# block 1

File: config.mk
export PLATFORM = sky130hd
export DESIGN_NAME = alu_muldiv_seq
export DESIGN_NICKNAME = d
export VERILOG_FILES = /design/src/rtl/alu_muldiv_seq.sv
export SDC_FILE = /design/constraint.sdc
export NUM_CORES = 1
export LEC_CHECK = 0
export CAP_MARGIN = 20
export CORE_MARGIN = 2
export CORE_UTILIZATION = 52
export DETAILED_ROUTE_END_ITERATION = 6
export PLACE_DENSITY = 0.91
export SETUP_SLACK_MARGIN = 0.02
export SKIP_CTS_REPAIR_TIMING = 1
export SLEW_MARGIN = 15
export SYNTH_ARGS = -nofsm -noshare
export SYNTH_HDL_FRONTEND = slang
export SYNTH_SLANG_ARGS = --single-unit
File: constraint.sdc
create_clock -name clk -period 2.6 [get_ports clk]
set_clock_uncertainty 0.15 [all_clocks]
set_input_delay 0.26 -clock clk [delete_from_list [all_inputs] [get_ports clk]]
set_output_delay 0.26 -clock clk [all_outputs]
set_load 0.02 [all_outputs]
File: src/rtl/alu_muldiv_seq.sv
// alu_muldiv_seq: 8x8 unsigned multiply and 8/8 unsigned restoring divide,
// one iteration per cycle, borrowing the shared combinational ALU through
// a request/grant pair. Results and div_zero are held between operations.
//
// state | meaning
// ------+-------------------------------------------------------------
// IDLE  | waiting for start; ALU bus parked at zero
// CALC  | iterating; one step per edge with alu_gnt high (8 steps)
// DONE  | one-cycle done pulse, results valid
module alu_muldiv_seq (
    input  logic       clk,
    input  logic       rst,
    input  logic       start,
    input  logic       op_div,
    input  logic [7:0] opa,
    input  logic [7:0] opb,
    output logic       busy,
    output logic       done,
    output logic [7:0] result_hi,
    output logic [7:0] result_lo,
    output logic       div_zero,
    output logic       alu_req,
    input  logic       alu_gnt,
    output logic [7:0] alu_a,
    output logic [7:0] alu_b,
    output logic [3:0] alu_op,
    input  logic [7:0] alu_result,
    input  logic       alu_carry
);

    localparam logic [3:0] OP_NOP = 4'h0;
    localparam logic [3:0] OP_ADD = 4'h1;
    localparam logic [3:0] OP_SUB = 4'h3;

    typedef enum logic [1:0] {S_IDLE, S_CALC, S_DONE} state_t;

    state_t     state_q, state_d;
    logic [7:0] hi_q, hi_d;
    logic [7:0] lo_q, lo_d;
    logic [7:0] m_q, m_d;
    logic [2:0] cnt_q, cnt_d;
    logic       mode_q, mode_d;
    logic [7:0] res_hi_q, res_hi_d;
    logic [7:0] res_lo_q, res_lo_d;
    logic       dz_q, dz_d;

    // Iteration helpers: multiply shift-add sum and divide shifted remainder.
    logic [8:0] sum9;
    logic [7:0] rs;
    logic       q_bit;

    // State register.
    always_ff @(posedge clk) begin
        if (rst) state_q <= S_IDLE;
        else     state_q <= state_d;
    end

    // Datapath and result registers.
    always_ff @(posedge clk) begin
        if (rst) begin
            hi_q     <= 8'h00;
            lo_q     <= 8'h00;
            m_q      <= 8'h00;
            cnt_q    <= 3'd0;
            mode_q   <= 1'b0;
            res_hi_q <= 8'h00;
            res_lo_q <= 8'h00;
            dz_q     <= 1'b0;
        end else begin
            hi_q     <= hi_d;
            lo_q     <= lo_d;
            m_q      <= m_d;
            cnt_q    <= cnt_d;
            mode_q   <= mode_d;
            res_hi_q <= res_hi_d;
            res_lo_q <= res_lo_d;
            dz_q     <= dz_d;
        end
    end

    // Next-state and next-datapath logic; an iteration only advances on grant.
    always_comb begin
        state_d  = state_q;
        hi_d     = hi_q;
        lo_d     = lo_q;
        m_d      = m_q;
        cnt_d    = cnt_q;
        mode_d   = mode_q;
        res_hi_d = res_hi_q;
        res_lo_d = res_lo_q;
        dz_d     = dz_q;
        // The NOP result is never used: a zero multiplier bit keeps hi as-is.
        sum9     = lo_q[0] ? {alu_carry, alu_result} : {1'b0, hi_q};
        rs       = {hi_q[6:0], lo_q[7]};
        // A set msb means the true 9-bit partial remainder already exceeds m.
        q_bit    = hi_q[7] | ~alu_carry;

        case (state_q)
            S_IDLE: begin
                if (start) begin
                    mode_d = op_div;
                    m_d    = opb;
                    hi_d   = 8'h00;
                    lo_d   = opa;
                    cnt_d  = 3'd0;
                    dz_d   = 1'b0;
                    if (op_div && (opb == 8'h00)) begin
                        res_hi_d = opa;
                        res_lo_d = 8'hFF;
                        dz_d     = 1'b1;
                        state_d  = S_DONE;
                    end else begin
                        state_d  = S_CALC;
                    end
                end
            end
            S_CALC: begin
                if (alu_gnt) begin
                    if (mode_q) begin
                        hi_d = q_bit ? alu_result : rs;
                        lo_d = {lo_q[6:0], q_bit};
                    end else begin
                        hi_d = sum9[8:1];
                        lo_d = {sum9[0], lo_q[7:1]};
                    end
                    cnt_d = cnt_q + 3'd1;
                    if (cnt_q == 3'd7) begin
                        res_hi_d = hi_d;
                        res_lo_d = lo_d;
                        state_d  = S_DONE;
                    end
                end
            end
            S_DONE:  state_d = S_IDLE;
            default: state_d = S_IDLE;
        endcase
    end

    // Outputs: handshake flags and the ALU bus, parked at zero outside CALC.
    always_comb begin
        busy    = 1'b0;
        done    = 1'b0;
        alu_req = 1'b0;
        alu_a   = 8'h00;
        alu_b   = 8'h00;
        alu_op  = OP_NOP;
        case (state_q)
            S_CALC: begin
                busy    = 1'b1;
                alu_req = 1'b1;
                alu_b   = m_q;
                if (mode_q) begin
                    alu_a  = rs;
                    alu_op = OP_SUB;
                end else begin
                    alu_a  = hi_q;
                    alu_op = lo_q[0] ? OP_ADD : OP_NOP;
                end
            end
            S_DONE:  done = 1'b1;
            default: ;
        endcase
    end

    assign result_hi = res_hi_q;
    assign result_lo = res_lo_q;
    assign div_zero  = dz_q;

endmodule

# block 2

File: config.mk
export PLATFORM = sky130hd
export DESIGN_NAME = led_blink_ctrl
export DESIGN_NICKNAME = d
export VERILOG_FILES = /design/src/rtl/led_blink_pkg.sv /design/src/rtl/blink_channel.sv /design/src/rtl/led_blink_ctrl.sv
export SDC_FILE = /design/constraint.sdc
export NUM_CORES = 1
export LEC_CHECK = 0
export CORE_ASPECT_RATIO = 1.4
export CORE_MARGIN = 2
export CORE_UTILIZATION = 35
export CTS_CLUSTER_DIAMETER = 60
export CTS_CLUSTER_SIZE = 8
export DETAILED_ROUTE_END_ITERATION = 10
export SYNTH_ARGS = -nofsm -noshare
export SYNTH_HDL_FRONTEND = slang
export SYNTH_SLANG_ARGS = --single-unit
File: constraint.sdc
create_clock -name CLK -period 5.4 [get_ports CLK]
set_input_delay 0.81 -clock CLK [delete_from_list [all_inputs] [get_ports CLK]]
set_output_delay 0.81 -clock CLK [all_outputs]
set_load 0.05 [all_outputs]
File: src/rtl/led_blink_pkg.sv
// Shared mode encoding and prescaler sizing helpers for led_blink_ctrl.
package led_blink_pkg;

  typedef logic [1:0] mode_t;

  localparam mode_t MODE_OFF     = 2'd0;
  localparam mode_t MODE_ON      = 2'd1;
  localparam mode_t MODE_BLINK   = 2'd2;
  localparam mode_t MODE_ONESHOT = 2'd3;

  function automatic int calc_div(input int clk_freq, input int tick_hz);
    return clk_freq / tick_hz;
  endfunction

  // Width of a counter/index over n values, never below one bit.
  function automatic int calc_w(input int n);
    return (n > 1) ? $clog2(n) : 1;
  endfunction

endpackage

File: src/rtl/blink_channel.sv
// One LED channel: mode/period(/duty) registers, tick counter, led and done.
// BLINK_DUTY_EN selects duty-cycle BLINK instead of the 50 % toggle.
module blink_channel
  import led_blink_pkg::*;
#(
  parameter int PW = 16
) (
  input  logic          CLK,
  input  logic          RST_N,
  input  logic          tick,
  input  logic          wr,
  input  mode_t         wr_mode,
  input  logic [PW-1:0] wr_period,
`ifdef BLINK_DUTY_EN
  input  logic [PW-1:0] wr_duty,
`endif
  output logic          led,
  output logic          done
);

  mode_t         mode, mode_nxt;
  logic [PW-1:0] period, c, c_nxt, c_inc, per_eff;
  logic          led_nxt, done_nxt, at_end;
`ifdef BLINK_DUTY_EN
  logic [PW-1:0] duty;
`endif

  // A programmed period of 0 behaves as 1.
  assign per_eff = (period == '0) ? PW'(1) : period;
  assign at_end  = (c >= per_eff - PW'(1));
  assign c_inc   = at_end ? '0 : c + PW'(1);

  always_ff @(posedge CLK or negedge RST_N) begin
    if (!RST_N) mode <= MODE_OFF;
    else        mode <= mode_nxt;
  end

  always_comb begin
    mode_nxt = mode;
    if (wr)                                          mode_nxt = wr_mode;
    else if (tick && mode == MODE_ONESHOT && at_end) mode_nxt = MODE_OFF;
  end

  // Write beats a coincident tick, so that tick is simply lost.
  always_comb begin
    c_nxt    = c;
    led_nxt  = led;
    done_nxt = 1'b0;
    if (wr) begin
      c_nxt   = '0;
`ifdef BLINK_DUTY_EN
      led_nxt = (wr_mode == MODE_BLINK) ? (wr_duty != '0) : (wr_mode != MODE_OFF);
`else
      led_nxt = (wr_mode != MODE_OFF);
`endif
    end else if (tick) begin
      case (mode)
        MODE_BLINK: begin
          c_nxt = c_inc;
`ifdef BLINK_DUTY_EN
          led_nxt = (c_inc < duty);
`else
          if (at_end) led_nxt = ~led;
`endif
        end
        MODE_ONESHOT: begin
          c_nxt = c_inc;
          if (at_end) begin
            led_nxt  = 1'b0;
            done_nxt = 1'b1;
          end
        end
        default: c_nxt = '0;
      endcase
    end
  end

  always_ff @(posedge CLK or negedge RST_N) begin
    if (!RST_N) begin
      period <= '0;
      c      <= '0;
      led    <= 1'b0;
      done   <= 1'b0;
`ifdef BLINK_DUTY_EN
      duty   <= '0;
`endif
    end else begin
      c    <= c_nxt;
      led  <= led_nxt;
      done <= done_nxt;
      if (wr) begin
        period <= wr_period;
`ifdef BLINK_DUTY_EN
        duty   <= wr_duty;
`endif
      end
    end
  end

endmodule

File: src/rtl/led_blink_ctrl.sv
// Multi-channel LED blink controller: shared tick prescaler plus CH blink_channel
// instances. BLINK_DUTY_EN adds the wr_duty port and duty-cycle BLINK.
module led_blink_ctrl
  import led_blink_pkg::*;
#(
  parameter int CLK_FREQ = 125_000_000,
  parameter int TICK_HZ  = 1000,
  parameter int CH       = 4,
  parameter int PW       = 16
) (
  input  logic                  CLK,
  input  logic                  RST_N,
  input  logic                  wr_en,
  input  logic [calc_w(CH)-1:0] wr_ch,
  input  mode_t                 wr_mode,
  input  logic [PW-1:0]         wr_period,
`ifdef BLINK_DUTY_EN
  input  logic [PW-1:0]         wr_duty,
`endif
  output logic                  tick,
  output logic [CH-1:0]         led,
  output logic [CH-1:0]         done
);

  localparam int DIV = calc_div(CLK_FREQ, TICK_HZ);
  localparam int DW  = calc_w(DIV);
  localparam int CHW = calc_w(CH);

  logic [DW-1:0] p;
  logic [CH-1:0] wr_sel;

  always_ff @(posedge CLK or negedge RST_N) begin
    if (!RST_N) begin
      p    <= '0;
      tick <= 1'b0;
    end else begin
      tick <= (p == DW'(DIV - 1));
      p    <= (p == DW'(DIV - 1)) ? '0 : p + DW'(1);
    end
  end

  // Equality decode drops any wr_ch >= CH without touching a channel.
  for (genvar i = 0; i < CH; i++) begin : g_ch
    assign wr_sel[i] = wr_en && (wr_ch == CHW'(i));

    blink_channel #(.PW(PW)) u_ch (
      .CLK       (CLK),
      .RST_N     (RST_N),
      .tick      (tick),
      .wr        (wr_sel[i]),
      .wr_mode   (wr_mode),
      .wr_period (wr_period),
`ifdef BLINK_DUTY_EN
      .wr_duty   (wr_duty),
`endif
      .led       (led[i]),
      .done      (done[i])
    );
  end

endmodule

# block 3

## src/rtl/wb_burst_master_pkg.sv

```systemverilog
// Shared constants and types for the Wishbone burst master.
package wb_burst_master_pkg;

  localparam int ADR_W = 19;
  localparam logic [1:0] SEL_ALL = 2'b11;

  localparam logic [1:0] S_IDLE  = 2'd0;
  localparam logic [1:0] S_ISSUE = 2'd1;
  localparam logic [1:0] S_DRAIN = 2'd2;
  localparam logic [1:0] S_DONE  = 2'd3;

  typedef struct packed {
    logic             we;
    logic [ADR_W-1:0] base;
  } cmd_t;

endpackage

```

## src/rtl/wb_burst_master.sv

```systemverilog
// Wishbone B4 pipelined burst initiator moving a run of 16-bit words
// between a write stream / read stream and consecutive bus addresses.
module wb_burst_master
  import wb_burst_master_pkg::*;
#(
  parameter int CNT_W = 16
) (
  input  logic             clk_i,
  input  logic             reset_i,
  input  logic             start_i,
  input  logic             write_i,
  input  logic [ADR_W:1]   base_i,
  input  logic [CNT_W-1:0] count_i,
  output logic             busy_o,
  output logic             done_o,
  input  logic [15:0]      wdat_i,
  input  logic             wvalid_i,
  output logic             wready_o,
  output logic [15:0]      rdat_o,
  output logic             rvalid_o,
  output logic             cyc_o,
  output logic             stb_o,
  output logic             we_o,
  output logic [1:0]       sel_o,
  output logic [ADR_W:1]   adr_o,
  output logic [15:0]      dat_o,
  input  logic             ack_i,
  input  logic             stall_i,
  input  logic [15:0]      dat_i
);

  logic [1:0]       state;
  cmd_t             cmd;
  logic [CNT_W-1:0] cnt;
  logic [CNT_W-1:0] issued;
  logic [CNT_W-1:0] acks;
  logic             more;
  logic             take;
  logic             load;
  logic             ack_ok;

  assign more   = issued != cnt;
  assign take   = ~stb_o | ~stall_i;
  assign load   = (state == S_ISSUE) & take & more
                & (~cmd.we | wvalid_i);
  assign ack_ok = ack_i & cyc_o;

  assign wready_o = load & cmd.we;
  assign cyc_o    = (state == S_ISSUE) | (state == S_DRAIN);
  assign busy_o   = state != S_IDLE;
  assign done_o   = state == S_DONE;
  assign sel_o    = SEL_ALL;

  always_ff @(posedge clk_i or posedge reset_i) begin
    if (reset_i) begin
      state    <= S_IDLE;
      cmd      <= '0;
      cnt      <= '0;
      issued   <= '0;
      acks     <= '0;
      stb_o    <= 1'b0;
      we_o     <= 1'b0;
      adr_o    <= '0;
      dat_o    <= '0;
      rdat_o   <= '0;
      rvalid_o <= 1'b0;
    end else begin
      rvalid_o <= ack_ok & ~cmd.we;
      if (ack_ok & ~cmd.we) rdat_o <= dat_i;
      if (ack_ok) acks <= acks + 1'b1;

      // a held request only retires once the slave stops stalling
      if (load) begin
        stb_o  <= 1'b1;
        adr_o  <= cmd.base + ADR_W'(issued);
        dat_o  <= wdat_i;
        issued <= issued + 1'b1;
      end else if (~stall_i) begin
        stb_o  <= 1'b0;
      end

      unique case (state)
        S_IDLE: begin
          if (start_i) begin
            if (count_i != '0) begin
              cmd    <= '{we: write_i, base: base_i};
              cnt    <= count_i;
              issued <= '0;
              acks   <= '0;
              we_o   <= write_i;
              state  <= S_ISSUE;
            end else begin
              state  <= S_DONE;
            end
          end
        end
        S_ISSUE: if (~more & take) state <= S_DRAIN;
        S_DRAIN: if (acks == cnt) state <= S_DONE;
        S_DONE: begin
          we_o  <= 1'b0;
          state <= S_IDLE;
        end
      endcase
    end
  end

endmodule

```

## config.mk

```make
export PLATFORM = sky130hd
export DESIGN_NAME = wb_burst_master
export DESIGN_NICKNAME = d
export VERILOG_FILES = /design/src/rtl/wb_burst_master_pkg.sv /design/src/rtl/wb_burst_master.sv
export SDC_FILE = /design/constraint.sdc
export NUM_CORES = 1
export LEC_CHECK = 0
export CORE_MARGIN = 5
export CORE_UTILIZATION = 38
export CTS_CLUSTER_DIAMETER = 120
export DETAILED_ROUTE_END_ITERATION = 10
export SLEW_MARGIN = 20
export SYNTH_ARGS = -nofsm -noshare
export SYNTH_HDL_FRONTEND = slang
export SYNTH_SLANG_ARGS = --single-unit
```

## constraint.sdc

```tcl
create_clock -name clk_i -period 6.9 [get_ports clk_i]
set_input_delay 1.725 -clock clk_i [delete_from_list [all_inputs] [get_ports clk_i]]
set_output_delay 1.725 -clock clk_i [all_outputs]
set_load 0.02 [all_outputs]
```

# block 4

### config.mk
export PLATFORM = sky130hd
export DESIGN_NAME = seq_controller_flat
export DESIGN_NICKNAME = d
export VERILOG_FILES = /design/src/rtl/seq_pkg.sv /design/src/rtl/seq_controller_if.sv /design/src/rtl/stage_watchdog.sv /design/src/rtl/seq_controller.sv /design/src/flat_wrapper.sv
export SDC_FILE = /design/constraint.sdc
export NUM_CORES = 1
export LEC_CHECK = 0
export CAP_MARGIN = 20
export CORE_AREA = 2 2 77 79
export DETAILED_ROUTE_END_ITERATION = 10
export DIE_AREA = 0 0 79 81
export PLACE_DENSITY = 0.65
export SLEW_MARGIN = 20
export SYNTH_ARGS = -nofsm -noshare
export SYNTH_HDL_FRONTEND = slang
export SYNTH_SLANG_ARGS = --single-unit
### constraint.sdc
create_clock -name clk -period 2.3 [get_ports clk]
set_input_delay 0.46 -clock clk [delete_from_list [all_inputs] [get_ports clk]]
set_output_delay 0.46 -clock clk [all_outputs]
set_load 0.01 [all_outputs]
### src/rtl/seq_pkg.sv
// Shared definitions for the instruction sequencer: state encoding, status
// codes, stage enable vectors and instruction-code constants.
package seq_pkg;

    typedef enum logic [2:0] {
        ST_IDLE      = 3'd0,
        ST_FETCH     = 3'd1,
        ST_DECODE    = 3'd2,
        ST_EXECUTE   = 3'd3,
        ST_MEMORY    = 3'd4,
        ST_WRITEBACK = 3'd5,
        ST_PCUPD     = 3'd6,
        ST_HALT      = 3'd7
    } state_t;

    typedef enum logic [2:0] {
        STAT_AOK = 3'd1,
        STAT_HLT = 3'd2,
        STAT_ADR = 3'd3,
        STAT_INS = 3'd4,
        STAT_TMO = 3'd5
    } stat_t;

    // One-hot stage enable vectors: {pc, wb, memory, execute, decode, fetch}
    localparam logic [5:0] EN_NONE    = 6'b000000;
    localparam logic [5:0] EN_FETCH   = 6'b000001;
    localparam logic [5:0] EN_DECODE  = 6'b000010;
    localparam logic [5:0] EN_EXECUTE = 6'b000100;
    localparam logic [5:0] EN_MEMORY  = 6'b001000;
    localparam logic [5:0] EN_WB      = 6'b010000;
    localparam logic [5:0] EN_PC      = 6'b100000;

    localparam logic [3:0] ICODE_HALT = 4'h0;

    // Instructions that touch data memory go through the MEMORY stage.
    function automatic logic uses_memory(input logic [3:0] code);
        return (code == 4'h4) || (code == 4'h5) || (code == 4'h8) ||
               (code == 4'h9) || (code == 4'hA) || (code == 4'hB);
    endfunction

endpackage

### src/rtl/seq_controller_if.sv
// Stage handshake bundle: enables out of the sequencer, done strobes and
// fetch/memory side information back into it.
interface seq_controller_if;
    logic       fetch_en, decode_en, execute_en, memory_en, wb_en, pc_en;
    logic       fetch_done, decode_done, execute_done, memory_done, wb_done, pc_done;
    logic [3:0] icode;
    logic       iv;
    logic       ime;
    logic       dmem_error;

    modport master (
        output fetch_en, decode_en, execute_en, memory_en, wb_en, pc_en,
        input  fetch_done, decode_done, execute_done, memory_done, wb_done, pc_done,
        input  icode, iv, ime, dmem_error
    );

    modport slave (
        input  fetch_en, decode_en, execute_en, memory_en, wb_en, pc_en,
        output fetch_done, decode_done, execute_done, memory_done, wb_done, pc_done,
        output icode, iv, ime, dmem_error
    );
endinterface

### src/rtl/stage_watchdog.sv
// Counts consecutive cycles a stage is active without completing and flags
// expiry on the cycle the count reaches TIMEOUT.
module stage_watchdog #(
    parameter int TIMEOUT = 16
) (
    input  logic clk,
    input  logic rst,
    input  logic clear,
    input  logic active,
    output logic expired
);
    localparam int CW = $clog2(TIMEOUT + 1);

    logic [CW-1:0] count_reg;

    // Count active cycles; restart whenever the stage completes or goes idle.
    always_ff @(posedge clk) begin
        if (rst || clear || !active) begin
            count_reg <= '0;
        end else begin
            count_reg <= count_reg + 1'b1;
        end
    end

    // Current cycle is the TIMEOUT-th one in this stage.
    assign expired = active && !clear && (count_reg == CW'(TIMEOUT - 1));

endmodule

### src/rtl/seq_controller.sv
// Multi-cycle instruction sequencer: steps one-hot stage enables through
// FETCH..PCUPD, halts on errors or stage timeouts.
// Optional feature macro: SEQ_PERF_CNT_EN enables saturating cycle and
// instruction counters; without it the counter ports read zero.
module seq_controller
    import seq_pkg::*;
#(
    parameter int STAGE_TIMEOUT = 16,
    parameter int CNT_W         = 32
) (
    input  logic             clk,
    input  logic             rst,
    input  logic             start,
    seq_controller_if.master stg,
    output logic [2:0]       stat,
    output logic             busy,
    output logic             halted,
    output logic [CNT_W-1:0] cycle_cnt,
    output logic [CNT_W-1:0] instr_cnt
);
    state_t     state_reg;
    logic [5:0] en_reg;
    stat_t      stat_reg;
    logic       halted_reg;
    logic [3:0] icode_reg;
    logic [5:0] done_vec;
    logic       stage_done;
    logic       stage_active;
    logic       wd_expired;

    assign done_vec     = {stg.pc_done, stg.wb_done, stg.memory_done,
                           stg.execute_done, stg.decode_done, stg.fetch_done};
    // Only the done strobe of the currently enabled stage matters.
    assign stage_done   = |(en_reg & done_vec);
    assign stage_active = |en_reg;

    stage_watchdog #(.TIMEOUT(STAGE_TIMEOUT)) u_watchdog (
        .clk     (clk),
        .rst     (rst),
        .clear   (stage_done),
        .active  (stage_active),
        .expired (wd_expired)
    );

    // Sequencer state, registered enables and status.
    always_ff @(posedge clk) begin
        if (rst) begin
            state_reg  <= ST_IDLE;
            en_reg     <= EN_NONE;
            stat_reg   <= STAT_AOK;
            halted_reg <= 1'b0;
            icode_reg  <= 4'h0;
        end else if (wd_expired && !stage_done) begin
            state_reg  <= ST_HALT;
            en_reg     <= EN_NONE;
            stat_reg   <= STAT_TMO;
            halted_reg <= 1'b1;
        end else begin
            case (state_reg)
                ST_IDLE: begin
                    if (start) begin
                        state_reg <= ST_FETCH;
                        en_reg    <= EN_FETCH;
                    end
                end
                ST_FETCH: begin
                    if (stg.fetch_done) begin
                        icode_reg <= stg.icode;
                        if (stg.ime || !stg.iv || (stg.icode == ICODE_HALT)) begin
                            state_reg  <= ST_HALT;
                            en_reg     <= EN_NONE;
                            halted_reg <= 1'b1;
                            stat_reg   <= stg.ime ? STAT_ADR :
                                          (!stg.iv ? STAT_INS : STAT_HLT);
                        end else begin
                            state_reg <= ST_DECODE;
                            en_reg    <= EN_DECODE;
                        end
                    end
                end
                ST_DECODE: begin
                    if (stg.decode_done) begin
                        state_reg <= ST_EXECUTE;
                        en_reg    <= EN_EXECUTE;
                    end
                end
                ST_EXECUTE: begin
                    if (stg.execute_done) begin
                        if (uses_memory(icode_reg)) begin
                            state_reg <= ST_MEMORY;
                            en_reg    <= EN_MEMORY;
                        end else begin
                            state_reg <= ST_WRITEBACK;
                            en_reg    <= EN_WB;
                        end
                    end
                end
                ST_MEMORY: begin
                    if (stg.memory_done) begin
                        if (stg.dmem_error) begin
                            state_reg  <= ST_HALT;
                            en_reg     <= EN_NONE;
                            stat_reg   <= STAT_ADR;
                            halted_reg <= 1'b1;
                        end else begin
                            state_reg <= ST_WRITEBACK;
                            en_reg    <= EN_WB;
                        end
                    end
                end
                ST_WRITEBACK: begin
                    if (stg.wb_done) begin
                        state_reg <= ST_PCUPD;
                        en_reg    <= EN_PC;
                    end
                end
                ST_PCUPD: begin
                    if (stg.pc_done) begin
                        state_reg <= ST_FETCH;
                        en_reg    <= EN_FETCH;
                    end
                end
                default: begin
                    // HALT is absorbing until reset.
                    state_reg <= ST_HALT;
                    en_reg    <= EN_NONE;
                end
            endcase
        end
    end

    assign stg.fetch_en   = en_reg[0];
    assign stg.decode_en  = en_reg[1];
    assign stg.execute_en = en_reg[2];
    assign stg.memory_en  = en_reg[3];
    assign stg.wb_en      = en_reg[4];
    assign stg.pc_en      = en_reg[5];
    assign stat           = stat_reg;
    assign busy           = stage_active;
    assign halted         = halted_reg;

`ifdef SEQ_PERF_CNT_EN
    logic [CNT_W-1:0] cycle_cnt_reg;
    logic [CNT_W-1:0] instr_cnt_reg;

    // Saturating counts of busy cycles and retired instructions.
    always_ff @(posedge clk) begin
        if (rst) begin
            cycle_cnt_reg <= '0;
            instr_cnt_reg <= '0;
        end else begin
            if (stage_active && (cycle_cnt_reg != '1)) begin
                cycle_cnt_reg <= cycle_cnt_reg + 1'b1;
            end
            if ((state_reg == ST_PCUPD) && stg.pc_done && !wd_expired
                && (instr_cnt_reg != '1)) begin
                instr_cnt_reg <= instr_cnt_reg + 1'b1;
            end
        end
    end

    assign cycle_cnt = cycle_cnt_reg;
    assign instr_cnt = instr_cnt_reg;
`else
    assign cycle_cnt = '0;
    assign instr_cnt = '0;
`endif

endmodule

### src/flat_wrapper.sv
// flat-port wrapper written by rule: the top's interface ports become plain ports
module seq_controller_flat import seq_pkg::*;
#(
    parameter int STAGE_TIMEOUT = 16,
    parameter int CNT_W         = 32
)
  (clk, rst, start, stat, busy, halted, cycle_cnt, instr_cnt, stg_fetch_en, stg_decode_en, stg_execute_en, stg_memory_en, stg_wb_en, stg_pc_en, stg_fetch_done, stg_decode_done, stg_execute_done, stg_memory_done, stg_wb_done, stg_pc_done, stg_icode, stg_iv, stg_ime, stg_dmem_error);
  seq_controller_if stg_i ();
  input  logic clk;
  input  logic rst;
  input  logic start;
  output logic [2:0] stat;
  output logic busy;
  output logic halted;
  output logic [CNT_W-1:0] cycle_cnt;
  output logic [CNT_W-1:0] instr_cnt;
  output wire logic [$bits(stg_i.fetch_en)-1:0] stg_fetch_en;
  output wire logic [$bits(stg_i.decode_en)-1:0] stg_decode_en;
  output wire logic [$bits(stg_i.execute_en)-1:0] stg_execute_en;
  output wire logic [$bits(stg_i.memory_en)-1:0] stg_memory_en;
  output wire logic [$bits(stg_i.wb_en)-1:0] stg_wb_en;
  output wire logic [$bits(stg_i.pc_en)-1:0] stg_pc_en;
  input wire logic [$bits(stg_i.fetch_done)-1:0] stg_fetch_done;
  input wire logic [$bits(stg_i.decode_done)-1:0] stg_decode_done;
  input wire logic [$bits(stg_i.execute_done)-1:0] stg_execute_done;
  input wire logic [$bits(stg_i.memory_done)-1:0] stg_memory_done;
  input wire logic [$bits(stg_i.wb_done)-1:0] stg_wb_done;
  input wire logic [$bits(stg_i.pc_done)-1:0] stg_pc_done;
  input wire logic [$bits(stg_i.icode)-1:0] stg_icode;
  input wire logic [$bits(stg_i.iv)-1:0] stg_iv;
  input wire logic [$bits(stg_i.ime)-1:0] stg_ime;
  input wire logic [$bits(stg_i.dmem_error)-1:0] stg_dmem_error;
  assign stg_fetch_en = stg_i.fetch_en;
  assign stg_decode_en = stg_i.decode_en;
  assign stg_execute_en = stg_i.execute_en;
  assign stg_memory_en = stg_i.memory_en;
  assign stg_wb_en = stg_i.wb_en;
  assign stg_pc_en = stg_i.pc_en;
  assign stg_i.fetch_done = stg_fetch_done;
  assign stg_i.decode_done = stg_decode_done;
  assign stg_i.execute_done = stg_execute_done;
  assign stg_i.memory_done = stg_memory_done;
  assign stg_i.wb_done = stg_wb_done;
  assign stg_i.pc_done = stg_pc_done;
  assign stg_i.icode = stg_icode;
  assign stg_i.iv = stg_iv;
  assign stg_i.ime = stg_ime;
  assign stg_i.dmem_error = stg_dmem_error;
  seq_controller #(.STAGE_TIMEOUT(STAGE_TIMEOUT), .CNT_W(CNT_W)) u_core (.clk(clk), .rst(rst), .start(start), .stg(stg_i), .stat(stat), .busy(busy), .halted(halted), .cycle_cnt(cycle_cnt), .instr_cnt(instr_cnt));
endmodule
Block 2, local utilization:
The die is cut into 15 by 20 equal tiles; white is low, dark blue is high, 0 to 100% covered.
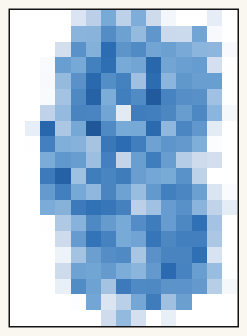
tiles over 75% full	4.0%
fullest tile	84%
mean over tiles	36%

==> out/qor.yml, block 2 <==
dr.max_layer_used: "met5"
ys_area_um2: 9820
rows: 72
first_pass_iters: 4
setup_ws_ps: 726
power.switching_uw: 954
clockBufferDepth: 2
dp.cells: 1483
rr_startpoint: "g_ch[1].u_ch.period[9]"
dp_hpwl_um: 17400
overflow: 0
ys_warn_count: 0
ff_type: "dfrtp_1"
synthMostInstantiatedCell: "nand2_1"
clock_latency_ps: 440
nFlopsAndLatches: 162
clkCellAreaFrac: 0.0551
status: "complete, no violations"
warning_count: 26
vdd_drop_max_mv: 0.138
seq_area_um2: 4050
drt_iter0_drc: 351
rsz0062_at_grt: "false"
avgSynthCellArea_um2: 8.85
gp_congestion: 0.829
seq_share: 0.365
critPathKind: "reg -> reg"
final_cell_area_um2: 11100
fp_util: 0.355
wl_um: 23600
fin_util: 0.402
ys.flops: 162
grt_pass1_vias: 7981
grt_use_met1: 0.183
vias_per_cell: 5.24
place_area_um2: 10500
fin_nets: 1228
synthAdderAreaFrac: 0.0930
fin_crit_ps: 4670
cp-startpoint: "g_ch[1].u_ch.period[9]"
die_x_um: 146
Block 1, local utilization:
The die is cut into 7 by 7 equal tiles; white is low, dark blue is high, 0 to 100% covered.
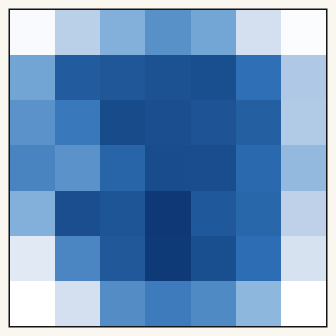
tiles over 75% full	43%
fullest tile	96%
mean over tiles	60%
nearly empty tiles	6.1%
densest ninth of the die	middle
post-layout util: 0.709
Init Core Util: 0.539
core box area: 4720 µm²

==> out/qor.yml, block 1 <==
status: "complete, no violations"
wl_met1_um: 2730
seq_share: 0.281
diodes: 0
yosysCellCount: 299
setup_ws_ps: 161
totalPowerFinal_mw: 1.70
sh_comb_area: 0.429
xor_share: 0
cp_top_family: "buffers and inverters"
place_area_um2: 3210
p_comb_uw: 287
finalCritPeriodShare: 0.938
critPathKind: "reg -> out"
worstPathMaxFanout: 27
pwr-share-comb: 0.169
fin_nets: 385
synth.area.mux_share: 0.106
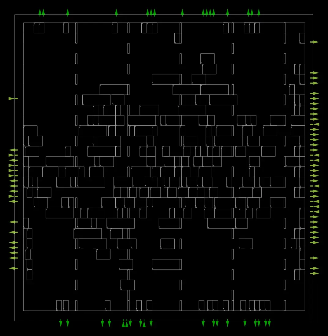
Block 4: placement view
layout filler cell count: 618
core box area: 5680 µm²
flop count: 21

Block 4, ports around the boundary:
Pins as bars across the die edge, other pins in grey.
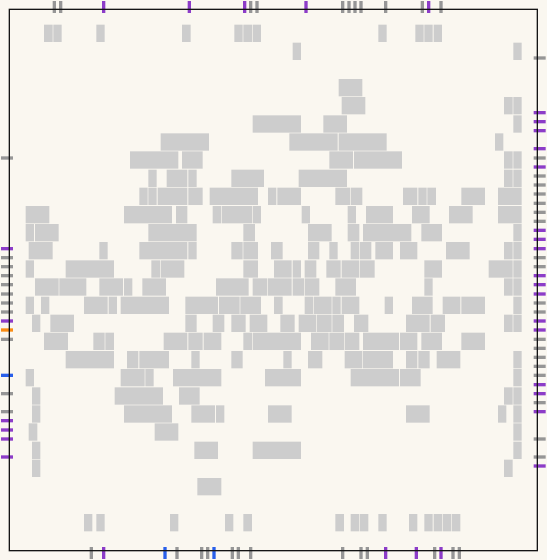
port	colour	pins	direction	edge
stat	blue	3	output	2 bottom, 1 left
cycle_cnt	purple	32	output	17 right, 6 left, 5 top, 4 bottom
rst	orange	1	input	left
all pins by edge	37 right, 19 left, 19 bottom, 16 top
die height: 81 µm
Buffers on Ports: 26

==> out/qor.yml, block 4 <==
combGateArea_um2: 887
cp.depth: 5
layout_top_cells: "64 x conb_1, 26 x clkdlybuf4s50_1, 21 x dfxtp_1, 18 x nor2_1"
critPathKind: "reg -> reg"
n_all_buffers: 31
fin_crit_ps: 2100
chipArea_um2: 6400
pg_seq_uw: 535
clock_latency_ps: 260
clock_skew_ps: 6.53
track_usage: 0.103
synth_cells: 195
reg2reg_depth: 5
min_path_type: "reg -> reg"
grt_max_degree: 16
dp.cells: 293
status: "complete, no violations"
path_cells: "nand2b_1 > o221a_1 > o221ai_2 > and4b_1 > a311oi_2"
worstPathRequired_ps: 2480
grt_use_met1: 0.129
holdWs_ps: 456
top_cell_area_share: 0.301
end_kind: "flop"
ys_warn_count: 0
avgSynthCellArea_um2: 8.30
worstPathMaxFanout: 15
leakage_nw: 0.768
die_x_um: 79
synthMostInstantiatedCell: "buf_4"
area_leaders: "buf_4 30%, dfxtp_1 26%, mux2i_1 4.3%"
logic_family: "buffers and inverters"
grt_pass1_wl_um: 5180
Block 3, clock network drawn from the DEF:
Bar = 50 µm.
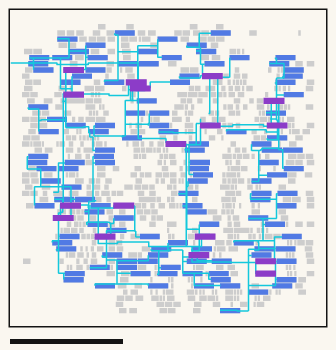
[clock wires] cyan | length: 1720 µm
[flip-flops] blue | count: 124
[clock drivers] purple | count: 17
routed clock nets	18
clock-net power: 819 µW
Clk pwr share: 0.228
worst clock skew: 12.4 ps
worst skew pair latency: 420 ps

==> out/qor.yml, block 3 <==
fin_util: 0.509
grt_pass1_vias: 5129
netSwitchingFraction: 0.374
chipArea_um2: 19400
vdd_drop_max_mv: 0.266
start_kind: "input pin"
internal_power_mw: 2.25
postCtsHoldBufs: 0
htree_levels: 4
cts.repair.resized: 0
ys_seq_share: 0.488
critPathKind: "in -> out"
rsz0062_at_grt: "false"
relSlewSlack: 0.288
tns_ps: 0
fin_nets: 839
dominant_cells: "flip-flops and latches"
rr_startpoint: "issued[0]"
pwr-share-comb: 0.427
ys.flops: 124
warning_count: 30
top_regs: "cmd x20, adr_o x19"
die_x_um: 139
end_kind: "output pin"
hold_depth: 2
path_cells: "clkdlybuf4s50_1 > nand2_1 > o211ai_1 > or2_2 > nor2_1 > clkdlybuf4s50_1"
setup_ws_ps: 1550
critical_path.endpoint: "wready_o"
clkCellAreaFrac: 0.0645
fmaxAchievable_ghz: 0.187
non_clock_inverter_count: 14
drtAntennaViolNets: 0
synth.area.mux_share: 0.0866
dp_hpwl_um: 11500
tightest_slew_ps: 1070
area_leaders: "dfrtp_1 49%, mux2_2 8.5%, nand2_1 5.3%"
first_pass_iters: 4
holdWs_ps: 472
timing.rr.end: "adr_o[17]"
ys_warn_count: 0
wl_met1_um: 7070
syn_area_um2: 6350
buf_share: 0.161
status: "complete, no violations"
layout_top_cell: "clkdlybuf4s50_1"
aoi_share: 0.0902
cp_top_family: "buffers and inverters"
worstPathMaxFanout: 7
ys_area_um2: 6350
min_path_type: "reg -> reg"
fp_util: 0.385
gp_congestion: 0.881
gr-usage-met2: 0.270
fill_cells: 1512
io_pins: 134
largest_reg_flops: 20
core_um2: 16500
edf_count: 0
final-setup-viol-count: 0


==> layout pictures side by side <==
Clock network drawn from the DEF.
Plate I
Bar = 20 µm.
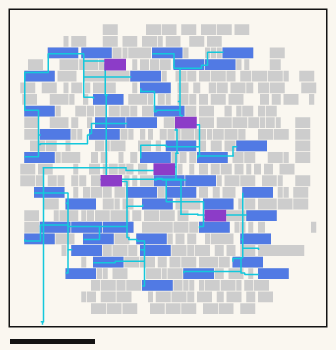
Plate II
Bar = 20 µm.
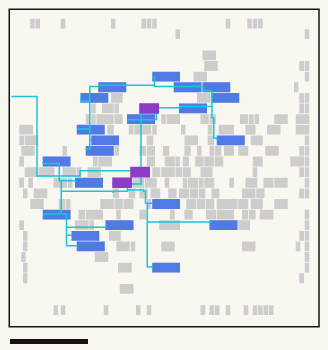
Plate III
Bar = 50 µm.
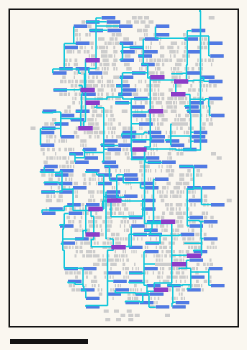
Block 4 is Plate II.
Block 1 is Plate I.
Block 2 is Plate III.
The one with the fewest sequential cells is Plate II.
The one with the most sequential cells is Plate III.


==> layout pictures side by side <==
Ports around the boundary.
Pins as bars across the die edge, other pins in grey.
picture 1
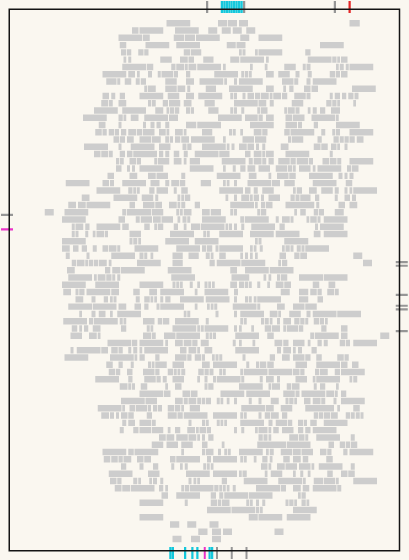
picture 2
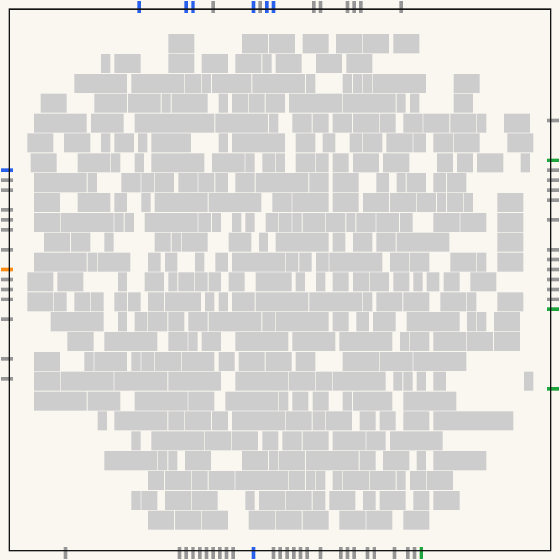
picture 3
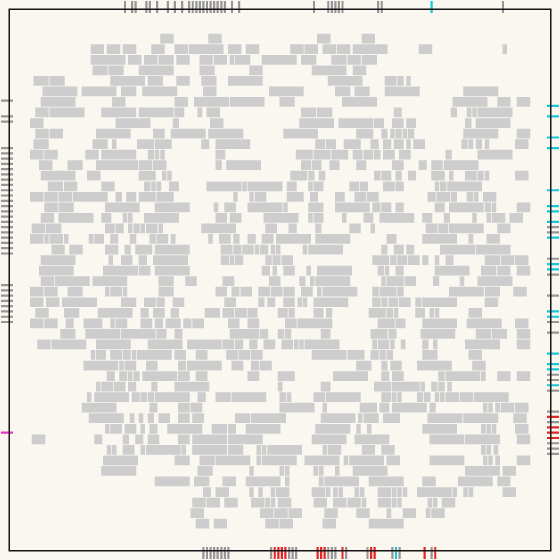
- fewest pins: picture 1
- most pins: picture 3
For block 3, see picture 3.
For block 2, see picture 1.
For block 1, see picture 2.

Power is estimated from default activity; no workload was simulated.
